==================== datapath_sequencer
datapath_sequencer/power_grid.png
Scale bar: 20 um. Pins as bars on the die edge. Tap cells in gray.
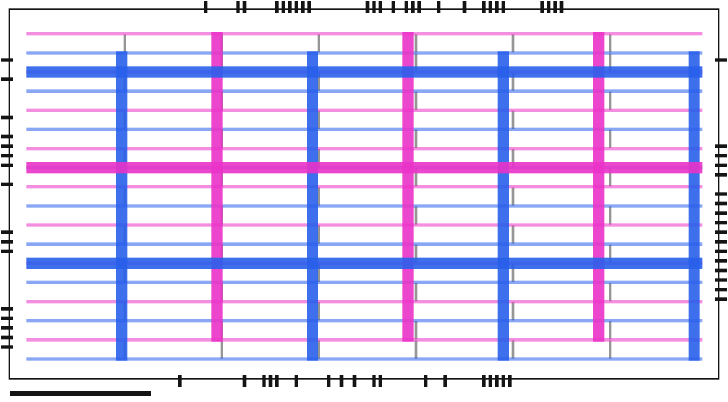

--- config.mk ---
export PLATFORM = sky130hd
export DESIGN_NAME = datapath_sequencer
export DESIGN_NICKNAME = d
export VERILOG_FILES = /design/src/rtl/datapath_sequencer.sv
export SDC_FILE = /design/constraint.sdc
export NUM_CORES = 1
export LEC_CHECK = 0
export CAP_MARGIN = 25
export CORE_ASPECT_RATIO = 0.5
export CORE_MARGIN = 2
export CORE_UTILIZATION = 40
export CTS_BUF_LIST = sky130_fd_sc_hd__clkbuf_8
export DETAILED_ROUTE_END_ITERATION = 16
export PLACE_DENSITY = 0.78
export SETUP_SLACK_MARGIN = 0.5
export SLEW_MARGIN = 20
export SYNTH_ARGS = -nofsm -noshare
export SYNTH_HDL_FRONTEND = slang
export SYNTH_SLANG_ARGS = --single-unit
--- constraint.sdc ---
create_clock -name clk -period 1.5 [get_ports clk]
set_input_delay 0.3 -clock clk [delete_from_list [all_inputs] [get_ports clk]]
set_output_delay 0.3 -clock clk [all_outputs]
set_load 0.02 [all_outputs]
--- src/rtl/datapath_sequencer.sv ---
// Multi-cycle command sequencer producing register-file / ALU datapath control strobes.
// Optional feature: define DPSEQ_CMD_COUNT_EN to enable the completed-command counter (cmd_count).
module datapath_sequencer (
  input  logic        clk,
  input  logic        reset,
  input  logic        cmd_valid,
  output logic        cmd_ready,
  input  logic [2:0]  cmd_op,
  input  logic [2:0]  cmd_rd,
  input  logic [2:0]  cmd_rn,
  input  logic [2:0]  cmd_rm,
  input  logic [1:0]  cmd_shift,
  input  logic [7:0]  cmd_imm,
  output logic [2:0]  readnum,
  output logic [2:0]  writenum,
  output logic        write,
  output logic        loada,
  output logic        loadb,
  output logic        loadc,
  output logic        loads,
  output logic        asel,
  output logic [1:0]  ALUop,
  output logic [1:0]  shift,
  output logic        vsel,
  output logic [15:0] sximm,
  output logic        done,
  output logic        err,
  output logic [15:0] cmd_count
);

  typedef enum logic [2:0] {
    StIdle, StRdA, StRdB, StExec, StWb, StWimm, StErr
  } state_e;

  localparam logic [2:0] OpMovi = 3'b000;
  localparam logic [2:0] OpMov  = 3'b001;
  localparam logic [2:0] OpAdd  = 3'b010;
  localparam logic [2:0] OpCmp  = 3'b011;
  localparam logic [2:0] OpAnd  = 3'b100;
  localparam logic [2:0] OpMvn  = 3'b101;

  state_e     state_q, state_d;
  logic [2:0] op_q, op_d, rd_q, rd_d, rn_q, rn_d, rm_q, rm_d;
  logic [1:0] sh_q, sh_d;
  logic [7:0] imm_q, imm_d;

  logic       ready_q, ready_d;
  logic [2:0] readnum_q, readnum_d, writenum_q, writenum_d;
  logic       write_q, write_d, done_q, done_d, err_q, err_d;
  logic       loada_q, loada_d, loadb_q, loadb_d, loadc_q, loadc_d, loads_q, loads_d;
  logic       asel_q, asel_d, vsel_q, vsel_d;
  logic [1:0] alu_op_q, alu_op_d, shift_q, shift_d;

  logic accept;
  assign accept = cmd_valid & ready_q;

  // Next state and command-field capture; fields only move on acceptance.
  always_comb begin
    state_d = state_q;
    op_d    = op_q;
    rd_d    = rd_q;
    rn_d    = rn_q;
    rm_d    = rm_q;
    sh_d    = sh_q;
    imm_d   = imm_q;
    unique case (state_q)
      StIdle: begin
        if (accept) begin
          op_d  = cmd_op;
          rd_d  = cmd_rd;
          rn_d  = cmd_rn;
          rm_d  = cmd_rm;
          sh_d  = cmd_shift;
          imm_d = cmd_imm;
          case (cmd_op)
            OpMovi:               state_d = StWimm;
            OpMov, OpMvn:         state_d = StRdB;
            OpAdd, OpCmp, OpAnd:  state_d = StRdA;
            default:              state_d = StErr;
          endcase
        end
      end
      StRdA:  state_d = StRdB;
      StRdB:  state_d = StExec;
      StExec: state_d = (op_q == OpCmp) ? StIdle : StWb;
      StWb:   state_d = StIdle;
      StWimm: state_d = StIdle;
      StErr:  state_d = StIdle;
      default: state_d = StIdle;
    endcase
  end

  // Outputs are decoded from the next state so they register in step with it.
  always_comb begin
    ready_d    = (state_d == StIdle);
    readnum_d  = 3'b000;
    writenum_d = 3'b000;
    write_d    = 1'b0;
    loada_d    = 1'b0;
    loadb_d    = 1'b0;
    loadc_d    = 1'b0;
    loads_d    = 1'b0;
    asel_d     = 1'b0;
    vsel_d     = 1'b0;
    alu_op_d   = 2'b00;
    shift_d    = 2'b00;
    done_d     = 1'b0;
    err_d      = 1'b0;
    unique case (state_d)
      StRdA: begin
        readnum_d = rn_d;
        loada_d   = 1'b1;
      end
      StRdB: begin
        readnum_d = rm_d;
        loadb_d   = 1'b1;
      end
      StExec: begin
        shift_d = sh_d;
        asel_d  = (op_d == OpMov);
        case (op_d)
          OpCmp:   alu_op_d = 2'b01;
          OpAnd:   alu_op_d = 2'b10;
          OpMvn:   alu_op_d = 2'b11;
          default: alu_op_d = 2'b00;
        endcase
        if (op_d == OpCmp) begin
          loads_d = 1'b1;
          done_d  = 1'b1;
        end else begin
          loadc_d = 1'b1;
        end
      end
      StWb: begin
        writenum_d = rd_d;
        write_d    = 1'b1;
        done_d     = 1'b1;
      end
      StWimm: begin
        writenum_d = rd_d;
        vsel_d     = 1'b1;
        write_d    = 1'b1;
        done_d     = 1'b1;
      end
      StErr: begin
        done_d = 1'b1;
        err_d  = 1'b1;
      end
      default: ;
    endcase
  end

  always_ff @(posedge clk or posedge reset) begin
    if (reset) begin
      state_q    <= StIdle;
      op_q       <= 3'b000;
      rd_q       <= 3'b000;
      rn_q       <= 3'b000;
      rm_q       <= 3'b000;
      sh_q       <= 2'b00;
      imm_q      <= 8'h00;
      ready_q    <= 1'b1;
      readnum_q  <= 3'b000;
      writenum_q <= 3'b000;
      write_q    <= 1'b0;
      loada_q    <= 1'b0;
      loadb_q    <= 1'b0;
      loadc_q    <= 1'b0;
      loads_q    <= 1'b0;
      asel_q     <= 1'b0;
      vsel_q     <= 1'b0;
      alu_op_q   <= 2'b00;
      shift_q    <= 2'b00;
      done_q     <= 1'b0;
      err_q      <= 1'b0;
    end else begin
      state_q    <= state_d;
      op_q       <= op_d;
      rd_q       <= rd_d;
      rn_q       <= rn_d;
      rm_q       <= rm_d;
      sh_q       <= sh_d;
      imm_q      <= imm_d;
      ready_q    <= ready_d;
      readnum_q  <= readnum_d;
      writenum_q <= writenum_d;
      write_q    <= write_d;
      loada_q    <= loada_d;
      loadb_q    <= loadb_d;
      loadc_q    <= loadc_d;
      loads_q    <= loads_d;
      asel_q     <= asel_d;
      vsel_q     <= vsel_d;
      alu_op_q   <= alu_op_d;
      shift_q    <= shift_d;
      done_q     <= done_d;
      err_q      <= err_d;
    end
  end

  assign cmd_ready = ready_q;
  assign readnum   = readnum_q;
  assign writenum  = writenum_q;
  assign write     = write_q;
  assign loada     = loada_q;
  assign loadb     = loadb_q;
  assign loadc     = loadc_q;
  assign loads     = loads_q;
  assign asel      = asel_q;
  assign vsel      = vsel_q;
  assign ALUop     = alu_op_q;
  assign shift     = shift_q;
  assign done      = done_q;
  assign err       = err_q;
  assign sximm     = {{8{imm_q[7]}}, imm_q};

`ifdef DPSEQ_CMD_COUNT_EN
  // Counts on the edge closing each done cycle, so illegal ops are counted too.
  logic [15:0] count_q;
  always_ff @(posedge clk or posedge reset) begin
    if (reset) begin
      count_q <= 16'h0000;
    end else if (done_q) begin
      count_q <= count_q + 16'd1;
    end
  end
  assign cmd_count = count_q;
`else
  assign cmd_count = 16'h0000;
`endif

endmodule

==================== imem_loader_flat
<file path="src/rtl/imem_loader_pkg.sv">
// Shared types and defaults for the boot-time instruction memory loader.
package imem_loader_pkg;

  // Default IMEM word-address width, kept in step with the core's fetch side.
  localparam int IMEM_ADDR_WIDTH = 10;

  typedef enum logic [2:0] {
    LDR_IDLE   = 3'd0,
    LDR_LEN_LO = 3'd1,
    LDR_LEN_HI = 3'd2,
    LDR_DATA   = 3'd3,
    LDR_CSUM   = 3'd4,
    LDR_DONE   = 3'd5,
    LDR_ERR    = 3'd6
  } ldr_state_t;

  // True while a frame is being received (LEN_LO through CSUM).
  function automatic logic in_frame(input ldr_state_t s);
    return s inside {LDR_LEN_LO, LDR_LEN_HI, LDR_DATA, LDR_CSUM};
  endfunction

endpackage

</file>
<file path="src/rtl/imem_loader_if.sv">
// Byte-stream input and IMEM write port of the loader, bundled as one bus.
// master = host/IMEM side, slave = loader side.
interface imem_loader_if #(
  parameter int ADDR_WIDTH = imem_loader_pkg::IMEM_ADDR_WIDTH
);
  logic                  in_valid;
  logic [7:0]            in_data;
  logic                  in_ready;
  logic                  imem_we;
  logic [ADDR_WIDTH-1:0] imem_addr;
  logic [31:0]           imem_wdata;

  modport master (
    output in_valid, in_data,
    input  in_ready, imem_we, imem_addr, imem_wdata
  );

  modport slave (
    input  in_valid, in_data,
    output in_ready, imem_we, imem_addr, imem_wdata
  );
endinterface

</file>
<file path="src/rtl/imem_loader_word_packer.sv">
// Packs accepted payload bytes into little-endian 32-bit words and emits a
// one-cycle word_valid pulse the cycle after the 4th byte of each word.
module imem_loader_word_packer (
  input  logic        clk,
  input  logic        rst,
  input  logic        clear,
  input  logic        byte_valid,
  input  logic [7:0]  byte_data,
  output logic        word_valid,
  output logic [31:0] word
);

  logic [1:0]  lane;
  logic [23:0] low_bytes;

  // Lane counter, partial word and completed-word register.
  always_ff @(posedge clk or negedge rst) begin
    if (!rst) begin
      lane       <= '0;
      low_bytes  <= '0;
      word_valid <= 1'b0;
      word       <= '0;
    end else begin
      // NOTE: non-blocking assignments keep every register here sampling
      // pre-edge values, so ordering inside the block cannot create races.
      word_valid <= 1'b0;
      if (clear) begin
        lane <= '0;
      end else if (byte_valid) begin
        lane <= lane + 2'd1;
        unique case (lane)
          2'd0: low_bytes[7:0]   <= byte_data;
          2'd1: low_bytes[15:8]  <= byte_data;
          2'd2: low_bytes[23:16] <= byte_data;
          2'd3: begin
            word       <= {byte_data, low_bytes};
            word_valid <= 1'b1;
          end
        endcase
      end
    end
  end

endmodule

</file>
<file path="src/rtl/imem_loader.sv">
// Boot loader: receives a length/payload/checksum frame, writes the payload
// into IMEM and releases the core from reset once the checksum matches.
module imem_loader
  import imem_loader_pkg::*;
#(
  parameter int                    ADDR_WIDTH = IMEM_ADDR_WIDTH,
  parameter logic [ADDR_WIDTH-1:0] BASE_ADDR  = '0
) (
  input  logic         clk,
  input  logic         rst,
  input  logic         start,
  imem_loader_if.slave bus,
  output logic         core_rst,
  output logic         busy,
  output logic         done,
  output logic         err
);

  localparam int          BYTES_W   = ADDR_WIDTH + 3;
  localparam logic [16:0] MAX_WORDS = 17'(2 ** ADDR_WIDTH);

  ldr_state_t            state, state_next;
  logic                  accept, start_ok, len_too_big;
  logic [7:0]            len_lo, csum;
  logic [15:0]           len_word;
  logic [BYTES_W-1:0]    bytes_left;
  logic [ADDR_WIDTH-1:0] ptr, addr_q;

  assign accept      = bus.in_valid & bus.in_ready;
  assign start_ok    = start & ~in_frame(state);
  assign len_word    = {bus.in_data, len_lo};
  assign len_too_big = {1'b0, len_word} > MAX_WORDS;

  assign bus.in_ready = in_frame(state);
  assign busy         = in_frame(state);
  assign done         = (state == LDR_DONE);
  assign err          = (state == LDR_ERR);
  assign bus.imem_addr = addr_q;

  imem_loader_word_packer u_packer (
    .clk        (clk),
    .rst        (rst),
    .clear      (start_ok),
    .byte_valid (accept && (state == LDR_DATA)),
    .byte_data  (bus.in_data),
    .word_valid (bus.imem_we),
    .word       (bus.imem_wdata)
  );

  // FSM state register.
  always_ff @(posedge clk or negedge rst) begin
    if (!rst) state <= LDR_IDLE;
    else      state <= state_next;
  end

  // Next-state logic driven by start pulses, accepted bytes and frame checks.
  always_comb begin
    // NOTE: default first so every path assigns state_next and no latch forms.
    state_next = state;
    unique case (state)
      LDR_IDLE, LDR_DONE, LDR_ERR:
        if (start) state_next = LDR_LEN_LO;
      LDR_LEN_LO:
        if (accept) state_next = LDR_LEN_HI;
      LDR_LEN_HI:
        if (accept) begin
          if (len_word == 16'd0) state_next = LDR_CSUM;
          else if (len_too_big)  state_next = LDR_ERR;
          else                   state_next = LDR_DATA;
        end
      LDR_DATA:
        if (accept && bytes_left == BYTES_W'(1)) state_next = LDR_CSUM;
      LDR_CSUM:
        if (accept) state_next = (bus.in_data == csum) ? LDR_DONE : LDR_ERR;
      default: state_next = LDR_IDLE;
    endcase
  end

  // Length, byte countdown, checksum, write pointer and core reset release.
  always_ff @(posedge clk or negedge rst) begin
    if (!rst) begin
      len_lo     <= '0;
      bytes_left <= '0;
      csum       <= '0;
      ptr        <= BASE_ADDR;
      addr_q     <= BASE_ADDR;
      core_rst   <= 1'b0;
    end else begin
      // Released only from the second DONE cycle on, and dropped on the same
      // edge a restart leaves DONE.
      core_rst <= (state == LDR_DONE) && (state_next == LDR_DONE);
      if (start_ok) begin
        csum       <= '0;
        bytes_left <= '0;
        ptr        <= BASE_ADDR;
      end else if (accept) begin
        if (state != LDR_CSUM) csum <= csum ^ bus.in_data;
        if (state == LDR_LEN_LO) len_lo <= bus.in_data;
        if (state == LDR_LEN_HI) bytes_left <= BYTES_W'({len_word, 2'b00});
        if (state == LDR_DATA) begin
          bytes_left <= bytes_left - BYTES_W'(1);
          // Last byte of a word: latch its address for next cycle's write.
          if (bytes_left[1:0] == 2'b01) begin
            addr_q <= ptr;
            ptr    <= ptr + ADDR_WIDTH'(1);
          end
        end
      end
    end
  end

endmodule

</file>
<file path="src/flat_wrapper.sv">
// flat-port wrapper written by rule: the top's interface ports become plain ports
module imem_loader_flat import imem_loader_pkg::*;
#(
  parameter int                    ADDR_WIDTH = IMEM_ADDR_WIDTH,
  parameter logic [ADDR_WIDTH-1:0] BASE_ADDR  = '0
)
  (clk, rst, start, core_rst, busy, done, err, bus_in_valid, bus_in_data, bus_in_ready, bus_imem_we, bus_imem_addr, bus_imem_wdata);
  imem_loader_if #(.ADDR_WIDTH(ADDR_WIDTH)) bus_i ();
  input  logic clk;
  input  logic rst;
  input  logic start;
  output logic core_rst;
  output logic busy;
  output logic done;
  output logic err;
  input wire logic [$bits(bus_i.in_valid)-1:0] bus_in_valid;
  input wire logic [$bits(bus_i.in_data)-1:0] bus_in_data;
  output wire logic [$bits(bus_i.in_ready)-1:0] bus_in_ready;
  output wire logic [$bits(bus_i.imem_we)-1:0] bus_imem_we;
  output wire logic [$bits(bus_i.imem_addr)-1:0] bus_imem_addr;
  output wire logic [$bits(bus_i.imem_wdata)-1:0] bus_imem_wdata;
  assign bus_i.in_valid = bus_in_valid;
  assign bus_i.in_data = bus_in_data;
  assign bus_in_ready = bus_i.in_ready;
  assign bus_imem_we = bus_i.imem_we;
  assign bus_imem_addr = bus_i.imem_addr;
  assign bus_imem_wdata = bus_i.imem_wdata;
  imem_loader #(.ADDR_WIDTH(ADDR_WIDTH), .BASE_ADDR(BASE_ADDR)) u_core (.clk(clk), .rst(rst), .start(start), .bus(bus_i), .core_rst(core_rst), .busy(busy), .done(done), .err(err));
endmodule
</file>
<file path="config.mk">
export PLATFORM = sky130hd
export DESIGN_NAME = imem_loader_flat
export DESIGN_NICKNAME = d
export VERILOG_FILES = /design/src/rtl/imem_loader_pkg.sv /design/src/rtl/imem_loader_if.sv /design/src/rtl/imem_loader_word_packer.sv /design/src/rtl/imem_loader.sv /design/src/flat_wrapper.sv
export SDC_FILE = /design/constraint.sdc
export NUM_CORES = 1
export LEC_CHECK = 0
export CORE_UTILIZATION = 46
export CTS_CLUSTER_SIZE = 25
export DETAILED_ROUTE_END_ITERATION = 10
export PLACE_DENSITY = 0.68
export SKIP_CTS_REPAIR_TIMING = 1
export SYNTH_ARGS = -nofsm -noshare
export SYNTH_HDL_FRONTEND = slang
export SYNTH_SLANG_ARGS = --single-unit
</file>
<file path="constraint.sdc">
create_clock -name clk -period 2.8 [get_ports clk]
set_input_delay 0.56 -clock clk [delete_from_list [all_inputs] [get_ports clk]]
set_output_delay 0.56 -clock clk [all_outputs]
set_load 0.02 [all_outputs]
</file>
==================== sub_a_ctrl
$ cat src/rtl/sub_a_ctrl.sv
// Sequencer/arbiter sharing one sub_a between two requesters: accept, settle, capture, respond.
// Optional response timeout is enabled by defining SUB_A_CTRL_RSP_TIMEOUT_EN.
module sub_a_ctrl #(
    parameter int SETTLE_CYCLES = 2,
    parameter int CNT_W         = 4,
    parameter int RSP_TIMEOUT   = 15
) (
    input  logic       clk,
    input  logic       reset,
    input  logic       req0_valid,
    input  logic [5:0] req0_data,
    output logic       req0_ready,
    input  logic       req1_valid,
    input  logic [5:0] req1_data,
    output logic       req1_ready,
    output logic       rsp0_valid,
    input  logic       rsp0_ready,
    output logic       rsp1_valid,
    input  logic       rsp1_ready,
    output logic [2:0] rsp_data,
    output logic       sa_testi1_a,
    output logic       sa_testi2_a,
    output logic       sa_testi3_a,
    output logic [2:0] sa_bus_in,
    output logic       sa_zero_tied,
    output logic       sa_reset_n,
    input  logic       sa_testo1_a,
    input  logic       sa_testo2_a,
    input  logic       sa_testo1_sub_a,
    output logic       busy,
    output logic       grant_id,
    output logic       timeout_err
);

    typedef enum logic [1:0] {
        IDLE   = 2'd0,
        SETTLE = 2'd1,
        RESP   = 2'd2
    } state_t;

    // A settle time of 0 would skip the capture point, so it is treated as 1.
    localparam int              SETTLE_EFF  = (SETTLE_CYCLES < 1) ? 1 : SETTLE_CYCLES;
    localparam logic [CNT_W-1:0] SETTLE_LOAD = CNT_W'(SETTLE_EFF);
    localparam logic [CNT_W-1:0] RSP_LOAD    = CNT_W'(RSP_TIMEOUT);
    localparam logic [CNT_W-1:0] CNT_ONE     = CNT_W'(1);

    state_t           state;
    logic [CNT_W-1:0] cnt;
    logic             ptr;
    logic             any_req;
    logic             win_id;
    logic             accept_ok;
    logic             rsp_take;

    always_comb begin
        any_req = req0_valid | req1_valid;
        if (req0_valid && req1_valid) begin
            win_id = ptr;
        end else begin
            win_id = req1_valid;
        end
    end

    assign accept_ok  = (state == IDLE) & ~reset & any_req;
    assign req0_ready = accept_ok & ~win_id;
    assign req1_ready = accept_ok & win_id;
    assign rsp_take   = grant_id ? rsp1_ready : rsp0_ready;

    assign busy         = (state != IDLE);
    assign sa_zero_tied = 1'b0;

    always_ff @(posedge clk) begin
        sa_reset_n <= ~reset;
    end

    always_ff @(posedge clk) begin
        if (reset) begin
            state       <= IDLE;
            cnt         <= '0;
            ptr         <= 1'b0;
            grant_id    <= 1'b0;
            rsp0_valid  <= 1'b0;
            rsp1_valid  <= 1'b0;
            rsp_data    <= '0;
            sa_testi1_a <= 1'b0;
            sa_testi2_a <= 1'b0;
            sa_testi3_a <= 1'b0;
            sa_bus_in   <= '0;
            timeout_err <= 1'b0;
        end else begin
            timeout_err <= 1'b0;
            case (state)
                IDLE: begin
                    if (any_req) begin
                        {sa_bus_in, sa_testi3_a, sa_testi2_a, sa_testi1_a} <=
                            win_id ? req1_data : req0_data;
                        grant_id <= win_id;
                        ptr      <= ~win_id;
                        cnt      <= SETTLE_LOAD;
                        state    <= SETTLE;
                    end
                end
                SETTLE: begin
                    if (cnt <= CNT_ONE) begin
                        rsp_data   <= {sa_testo1_sub_a, sa_testo2_a, sa_testo1_a};
                        rsp0_valid <= ~grant_id;
                        rsp1_valid <= grant_id;
                        cnt        <= RSP_LOAD;
                        state      <= RESP;
                    end else begin
                        cnt <= cnt - CNT_ONE;
                    end
                end
                RESP: begin
                    if (rsp_take) begin
                        rsp0_valid <= 1'b0;
                        rsp1_valid <= 1'b0;
                        {sa_bus_in, sa_testi3_a, sa_testi2_a, sa_testi1_a} <= '0;
                        state      <= IDLE;
                    end
`ifdef SUB_A_CTRL_RSP_TIMEOUT_EN
                    // A handshake on the final count takes priority over the timeout.
                    else if (cnt <= CNT_ONE) begin
                        timeout_err <= 1'b1;
                        rsp0_valid  <= 1'b0;
                        rsp1_valid  <= 1'b0;
                        {sa_bus_in, sa_testi3_a, sa_testi2_a, sa_testi1_a} <= '0;
                        cnt         <= '0;
                        state       <= IDLE;
                    end else begin
                        cnt <= cnt - CNT_ONE;
                    end
`endif
                end
                default: state <= IDLE;
            endcase
        end
    end

endmodule

$ cat config.mk
export PLATFORM = sky130hd
export DESIGN_NAME = sub_a_ctrl
export DESIGN_NICKNAME = d
export VERILOG_FILES = /design/src/rtl/sub_a_ctrl.sv
export SDC_FILE = /design/constraint.sdc
export NUM_CORES = 1
export LEC_CHECK = 0
export CAP_MARGIN = 20
export CORE_MARGIN = 2
export CORE_UTILIZATION = 44
export CTS_CLUSTER_DIAMETER = 40
export CTS_CLUSTER_SIZE = 16
export DETAILED_ROUTE_END_ITERATION = 16
export GPL_TIMING_DRIVEN = 0
export PLACE_DENSITY = 0.82
export SETUP_SLACK_MARGIN = 0.02
export SLEW_MARGIN = 5
export SYNTH_ARGS = -nofsm -noshare
export SYNTH_HDL_FRONTEND = slang
export SYNTH_SLANG_ARGS = --single-unit
$ cat constraint.sdc
create_clock -name clk -period 2.53 [get_ports clk]
set_input_delay 0.253 -clock clk [delete_from_list [all_inputs] [get_ports clk]]
set_output_delay 0.253 -clock clk [all_outputs]
set_load 0.02 [all_outputs]
datapath_sequencer/placement_by_type.png
Fill, decap, tap and diode cells in gray.
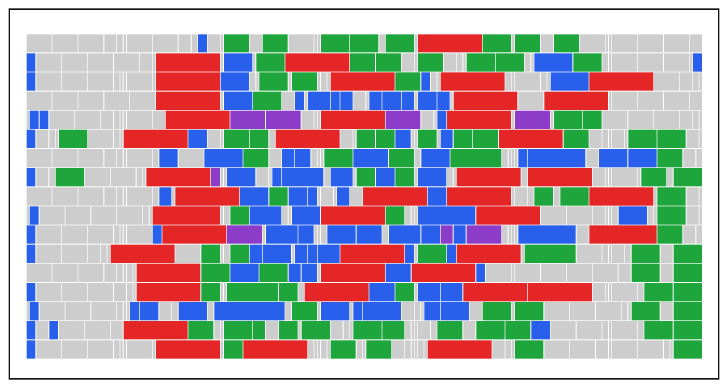
[blue] combinational and other logic | cells: 95 | share of their area: 27%
[red] sequential cells | cells: 42 | share of their area: 37%
[purple] clock drivers and dummy loads | cells: 8 | share of their area: 3.2%
[green] remaining buffers and delay cells | cells: 88 | share of their area: 32%
Post-Route Utilization: 65.04%
core area: 0.004446 sq mm

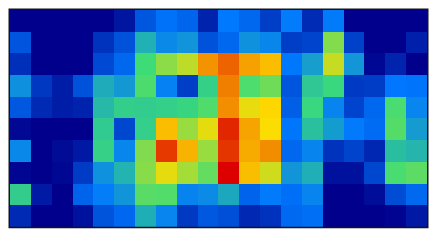
datapath_sequencer/metal_density.png
20 x 10 tiles, from dark blue (low) to red (high), scaled to the fullest tile. Values are wire area over tile area, all layers added.
fullest tile: 0.45
nearly empty tiles: 18%
emptiest ninth of the die: top left
tiles over half the peak: 22%
routed wirelength normalized by instance count: 14.85 um
total detailed-routing wirelength: 4306 um

About datapath_sequencer/power_grid.png:
[magenta] VDD
[blue] VSS
tap cells: 57
met5 straps: 3
VDD IR-drop max: 0.7064 mV
die height: 52.34 um
horizontal die dimension: 100.7 um

==> run notes, datapath_sequencer <==
Implementation progress

In this run the biggest area consumer among cell types represents between 50% and 60% of the synthesized area. The script extracted a net switching power of around 2.1 mW. In this run the full chip footprint comes out at roughly 0.0053 sq mm. The sequential cell area stands at ~0.0011 sq mm. The largest net degree at the start of global routing stands at 22. The flow ran to the end, but the final reports show violations. After synthesis, the cell types taking the most area are sky130_fd_sc_hd__dfrtp_1 55%, sky130_fd_sc_hd__buf_4 10%, sky130_fd_sc_hd__mux2_2 9.0%.

The number of multi-input logic gates stands at between 80 and 90. The run reported a max-capacitance violation count of 0. The total via count in the routed design stands at about 1400. The final worst-path setup slack stands at -0.1197 ns. STA classifies the critical path endpoint as a register.

Post-synth the commonest register cell is sky130_fd_sc_hd__dfrtp_1. The detailed placer reported the number of placed instances as between 200 and 300. The synthesized netlist handed to floorplanning was reported with a cell count of roughly 150. From the final report, the count of setup violators was given as 28.

Broken down by cell family, the worst path's largest delay share belongs to flip-flops. The power report attributes to the combinational group a share of 53.2%. In this run, power in flip-flops and latches comes to about 1.9 mW.

The checks that failed: negative setup slack.
-- datapath_sequencer: logic make-up after synthesis --
logic type	synth area share [%]
buffers and inverters	13.25
AND/OR/NAND/NOR	10.44
multiplexers	11.98
flip-flops	56.29
other	0.2006
AND-OR/OR-AND	7.831
-- datapath_sequencer: metal layers --
metal / vias to the layer above / wire length, um / GRT usage [%] / part of all wire, %
li1: 637 / - / - / -
met1: 683 / 1724 / 19.57 / 40
met2: 47 / 2270 / 30.67 / 53
met3: 6 / 234 / 6.000 / 5.4
met4: 0 / 76 / 7.078 / 1.8
met5: - / 0 / 0 / 0
-- datapath_sequencer: repair_timing --
action / in CTS / in global routing
setup endpoints to repair: 78 / 78
pin swaps: 2 / 3
setup buffers: 5 / 4
endpoints found under the hold margin: 0 / 0
resized: 235 / 9
-- datapath_sequencer: final timing paths --
kind	depth (start not counted)	endpoint
setup / recovery	7	cmd_ready$_DFF_PP1_
hold / removal	2	writenum[1]$_DFF_PP0_
setup reg to reg	7	cmd_ready$_DFF_PP1_
hold reg to reg	1	rd_q[0]$_DFF_PP0_
max in group asynchronous	3	cmd_ready$_DFF_PP1_
min in group clk	1	rd_q[0]$_DFF_PP0_
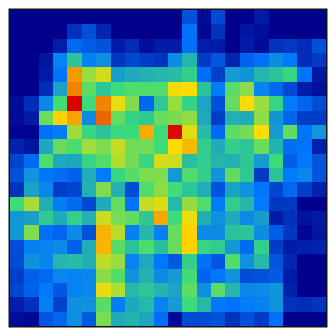
imem_loader_flat/metal_density.png
22 x 22 tiles, from dark blue (low) to red (high), scaled to the fullest tile. Values are wire area over tile area, all layers added.
tiles over half the peak: 21%
mean over tiles: 0.15
densest ninth of the die: middle
routed wirelength normalized by instance count: 16.98 um
global-route usage over all layers: 21.18%
total detailed-routing wirelength: 11430 um

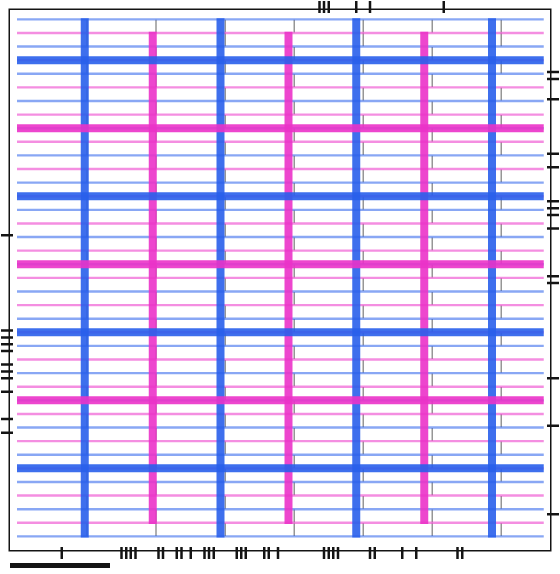
imem_loader_flat/power_grid.png
Scale bar: 20 um. Pins as bars on the die edge. Tap cells in gray.
[magenta] VDD
[blue] VSS
tap cells: 140
signal pins: 60
horizontal die dimension: 108.0 um
die height: 108.0 um
core area: 0.01089 sq mm

==> run notes, imem_loader_flat <==
Implementation progress

The largest net degree at the start of global routing stands at 59. For this run, the leading register cell type out of synthesis is sky130_fd_sc_hd__dfrtp_1. Data on the critical path arrives at its endpoint at ~2.1 ns. The cell count after synthesis came out at between 400 and 500.

Summing over every cut layer, the via total after detailed routing is 3754. The detailed-route wire length on metal 1 stands at 5155 um. The flow ran to the end, and the final reports show no timing, DRC or antenna violations. The maximum fanout along the worst path stands at 7.

Looking at the setup timing report, the critical path kind is register to output port. The final instance area stands at roughly 0.006 sq mm. The clock tree buffer depth stands at 2. Dividing total power by cell area gives a power density of approximately 860 mW/mm^2. The number of nets at floorplan stands at roughly 490.

The number of flip-flops and latches in the synthesized netlist stands at between 100 and 150. Tracing the worst setup path back leads to its startpoint at u_core.state[1]$_DFF_PN0_. Setup repair after global routing left no endpoint under its margin. The global-route wire length before repair stands at around 19000 um. Sequential cells burn 45.6% of the power. The final worst-path setup slack stands at about 0.1 ns.

The clock reaches the later pin of the worst-skew pair after around 0.37 ns. The clock period minus worst slack stands at ~2.7 ns.
==> imem_loader_flat: final cells by class <==
| class | count | area [sq um] |
|---|---|---|
| flip-flops and latches | 112 | 2803 |
| fillers | 964 | 4793 |
| multi-input cells | 319 | 2165 |
| repair buffers | 76 | 728.2 |
| clock inverters | 6 | 48.80 |
| inverters | 10 | 37.54 |
| clock buffers | 10 | 137.6 |
| well taps | 140 | 175.2 |
==> imem_loader_flat: power by group through the flow <==
| stage | Clock [mW] | Sequential, mW | Combinational (mW) |
|---|---|---|---|
| finish | 0.946 | 2.38 | 1.89 |
| global route | 1.02 | 2.44 | 2.09 |
| CTS | 0.967 | 2.38 | 1.89 |
| global placement | 0 | 2.38 | 1.81 |
| detailed placement | 0 | 2.41 | 1.88 |
| floorplan | 0 | 2.40 | 1.27 |
==> imem_loader_flat: sequential cells by signal, indices dropped and copies added, names as in the netlist <==
signal                      cells
u_core.core_rst                 1
u_core.ptr                     10
u_core.u_packer.low_bytes      24
u_core.state                    3
u_core.u_packer.lane            2
u_core.u_packer.word           32
u_core.bytes_left              13
u_core.u_packer.word_valid      1
u_core.bus.imem_addr           10
u_core.len_lo                   8
u_core.csum                     8
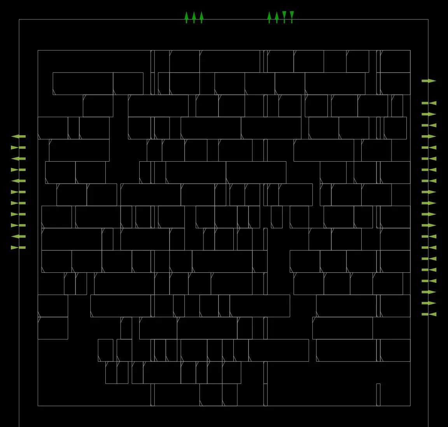
sub_a_ctrl/placement.png
share of cell area taken by flip-flops and latches: 29.22%
Tapcells: 27
core area: 0.001982 sq mm

==> run notes, sub_a_ctrl <==
Implementation progress

The run finished with clean final reports. The half-perimeter wire length after placement stands at roughly 1600 um. The part of the total power dissipated in the clock network stands at between 10% and 20%. The global routing report lists combined usage of all routing layers as about 19%. According to the hold report, the worst path is of the register to register type. The total die area stands at approximately 0.0025 sq mm. The worst path uses roughly 89% of the clock period. The max capacitance violation total stands at 0. The sum of overflow across all layers after global routing stands at 0. The share of the core area taken by cells at floorplan is a little under half.

The die height stands at around 50 um. For this design, the slowest cell found on the critical path is sky130_fd_sc_hd__clkdlybuf4s50_1. The setup fix buffers added after clock tree synthesis stands at 0.

Setup repair after global routing left no endpoint under its margin. The setup check on the worst reg-to-reg path leaves a slack of between 1 and 1.5 ns. The total power density per cell area stands at between 700 and 800 mW/mm^2.

By area the synthesized netlist is led by sky130_fd_sc_hd__dfxtp_1 43%, sky130_fd_sc_hd__a22oi_1 5.6%, sky130_fd_sc_hd__o2bb2ai_1 5.6%. Per STA, the library cell used most along the worst path is sky130_fd_sc_hd__clkdlybuf4s50_1. By instance count, the leading cell after synthesis is sky130_fd_sc_hd__dfxtp_1.
## sub_a_ctrl: registers in the layout, summed over array words and instances, names as in the netlist, 2 cells and up
name	flops
cnt	4
rsp_data	3
sa_bus_in	3
state	2
## sub_a_ctrl: power groups by stage
stage | clock (mW) | combinational, mW | sequential (mW)
2_1_floorplan | 0 | 0.245 | 0.462
3_3_place_gp | 0 | 0.432 | 0.426
3_5_place_dp | 0 | 0.447 | 0.428
4_1_cts | 0.189 | 0.448 | 0.422
5_1_grt | 0.204 | 0.490 | 0.432
6_report | 0.187 | 0.448 | 0.423
## sub_a_ctrl: what timing repair did
item	4_1_cts	5_1_grt
endpoints found under the setup margin	0	1
gates resized	0	1
hold buffers	0	0
## sub_a_ctrl: layout make-up
| type | instances | share of cell area (%) |
|---|---|---|
| buffer | 5 | 2.557 |
| inverter | 5 | 1.370 |
| timing repair buffer | 36 | 26.30 |
| clock buffer | 4 | 2.648 |
| sequential | 20 | 29.22 |
| tap | 27 | 2.466 |
| multi-input combinational | 72 | 35.43 |
## sub_a_ctrl: routing by layer
metal  vias up  track usage, %  wire length, um
met5         -               0                0
met3         4           4.848              161
met4         0           8.333               34
li1        440               -                -
met2        34           32.46              997
met1       374           23.26              960


==> screenshots <==
Wires at chosen ports, followed through buffers.
Scale bar: 20 um.
Plate I
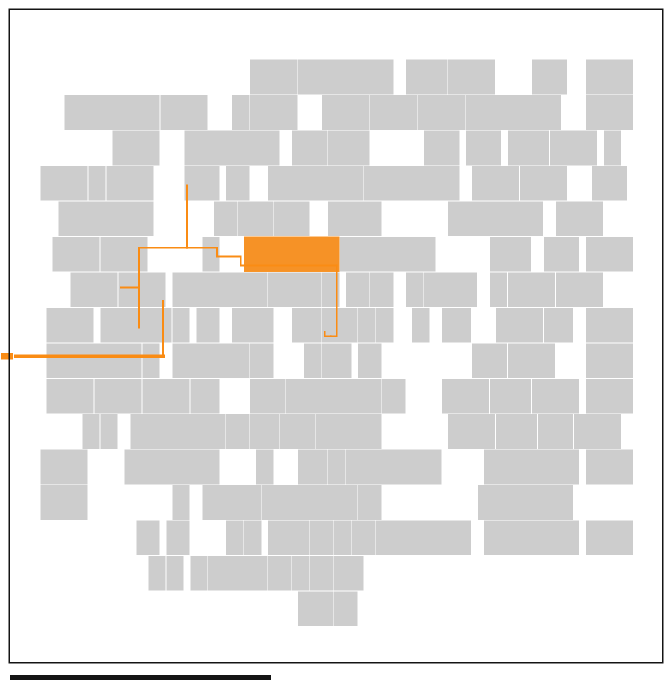
Plate II
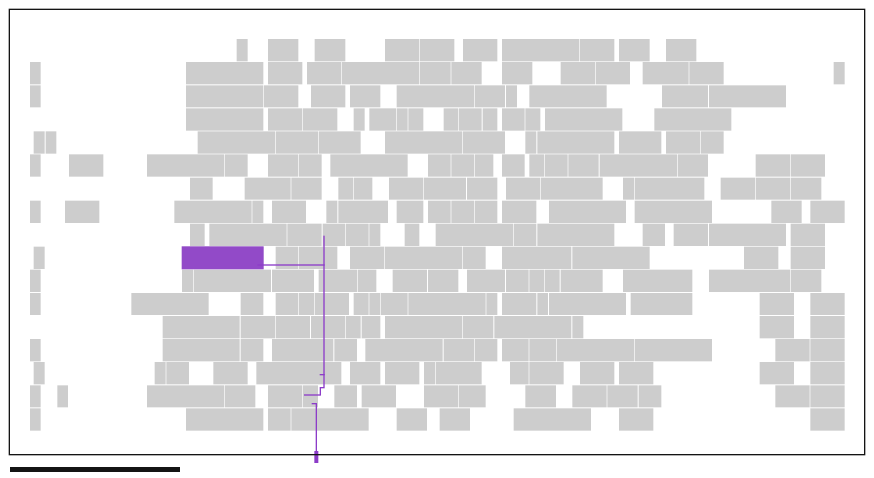
Plate III
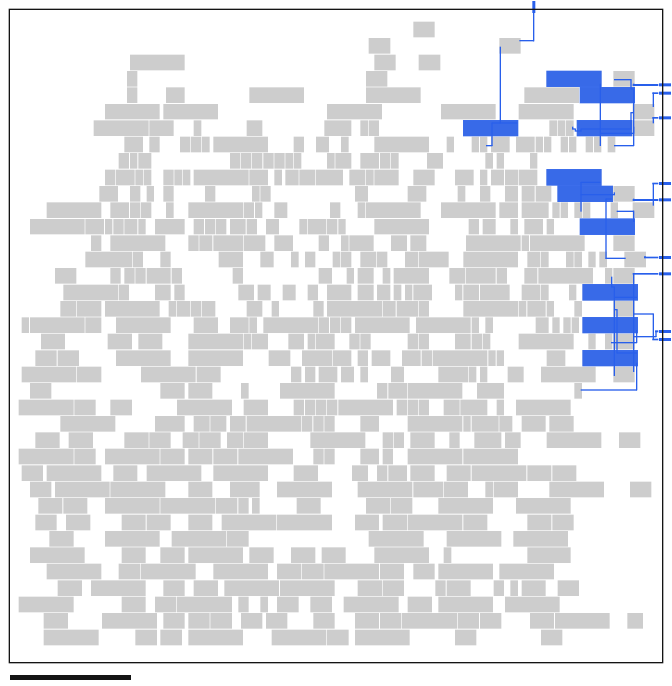
Plate III comes from imem_loader_flat.
Plate I comes from sub_a_ctrl.
Plate II comes from datapath_sequencer.
- most cells: Plate III

Key to Plate II:
[purple] cmd_ready | bits: 1 | direction: output | edge: bottom | end cells: 1 | wire: 35.4 um

Power and IR drop assume default switching activity.
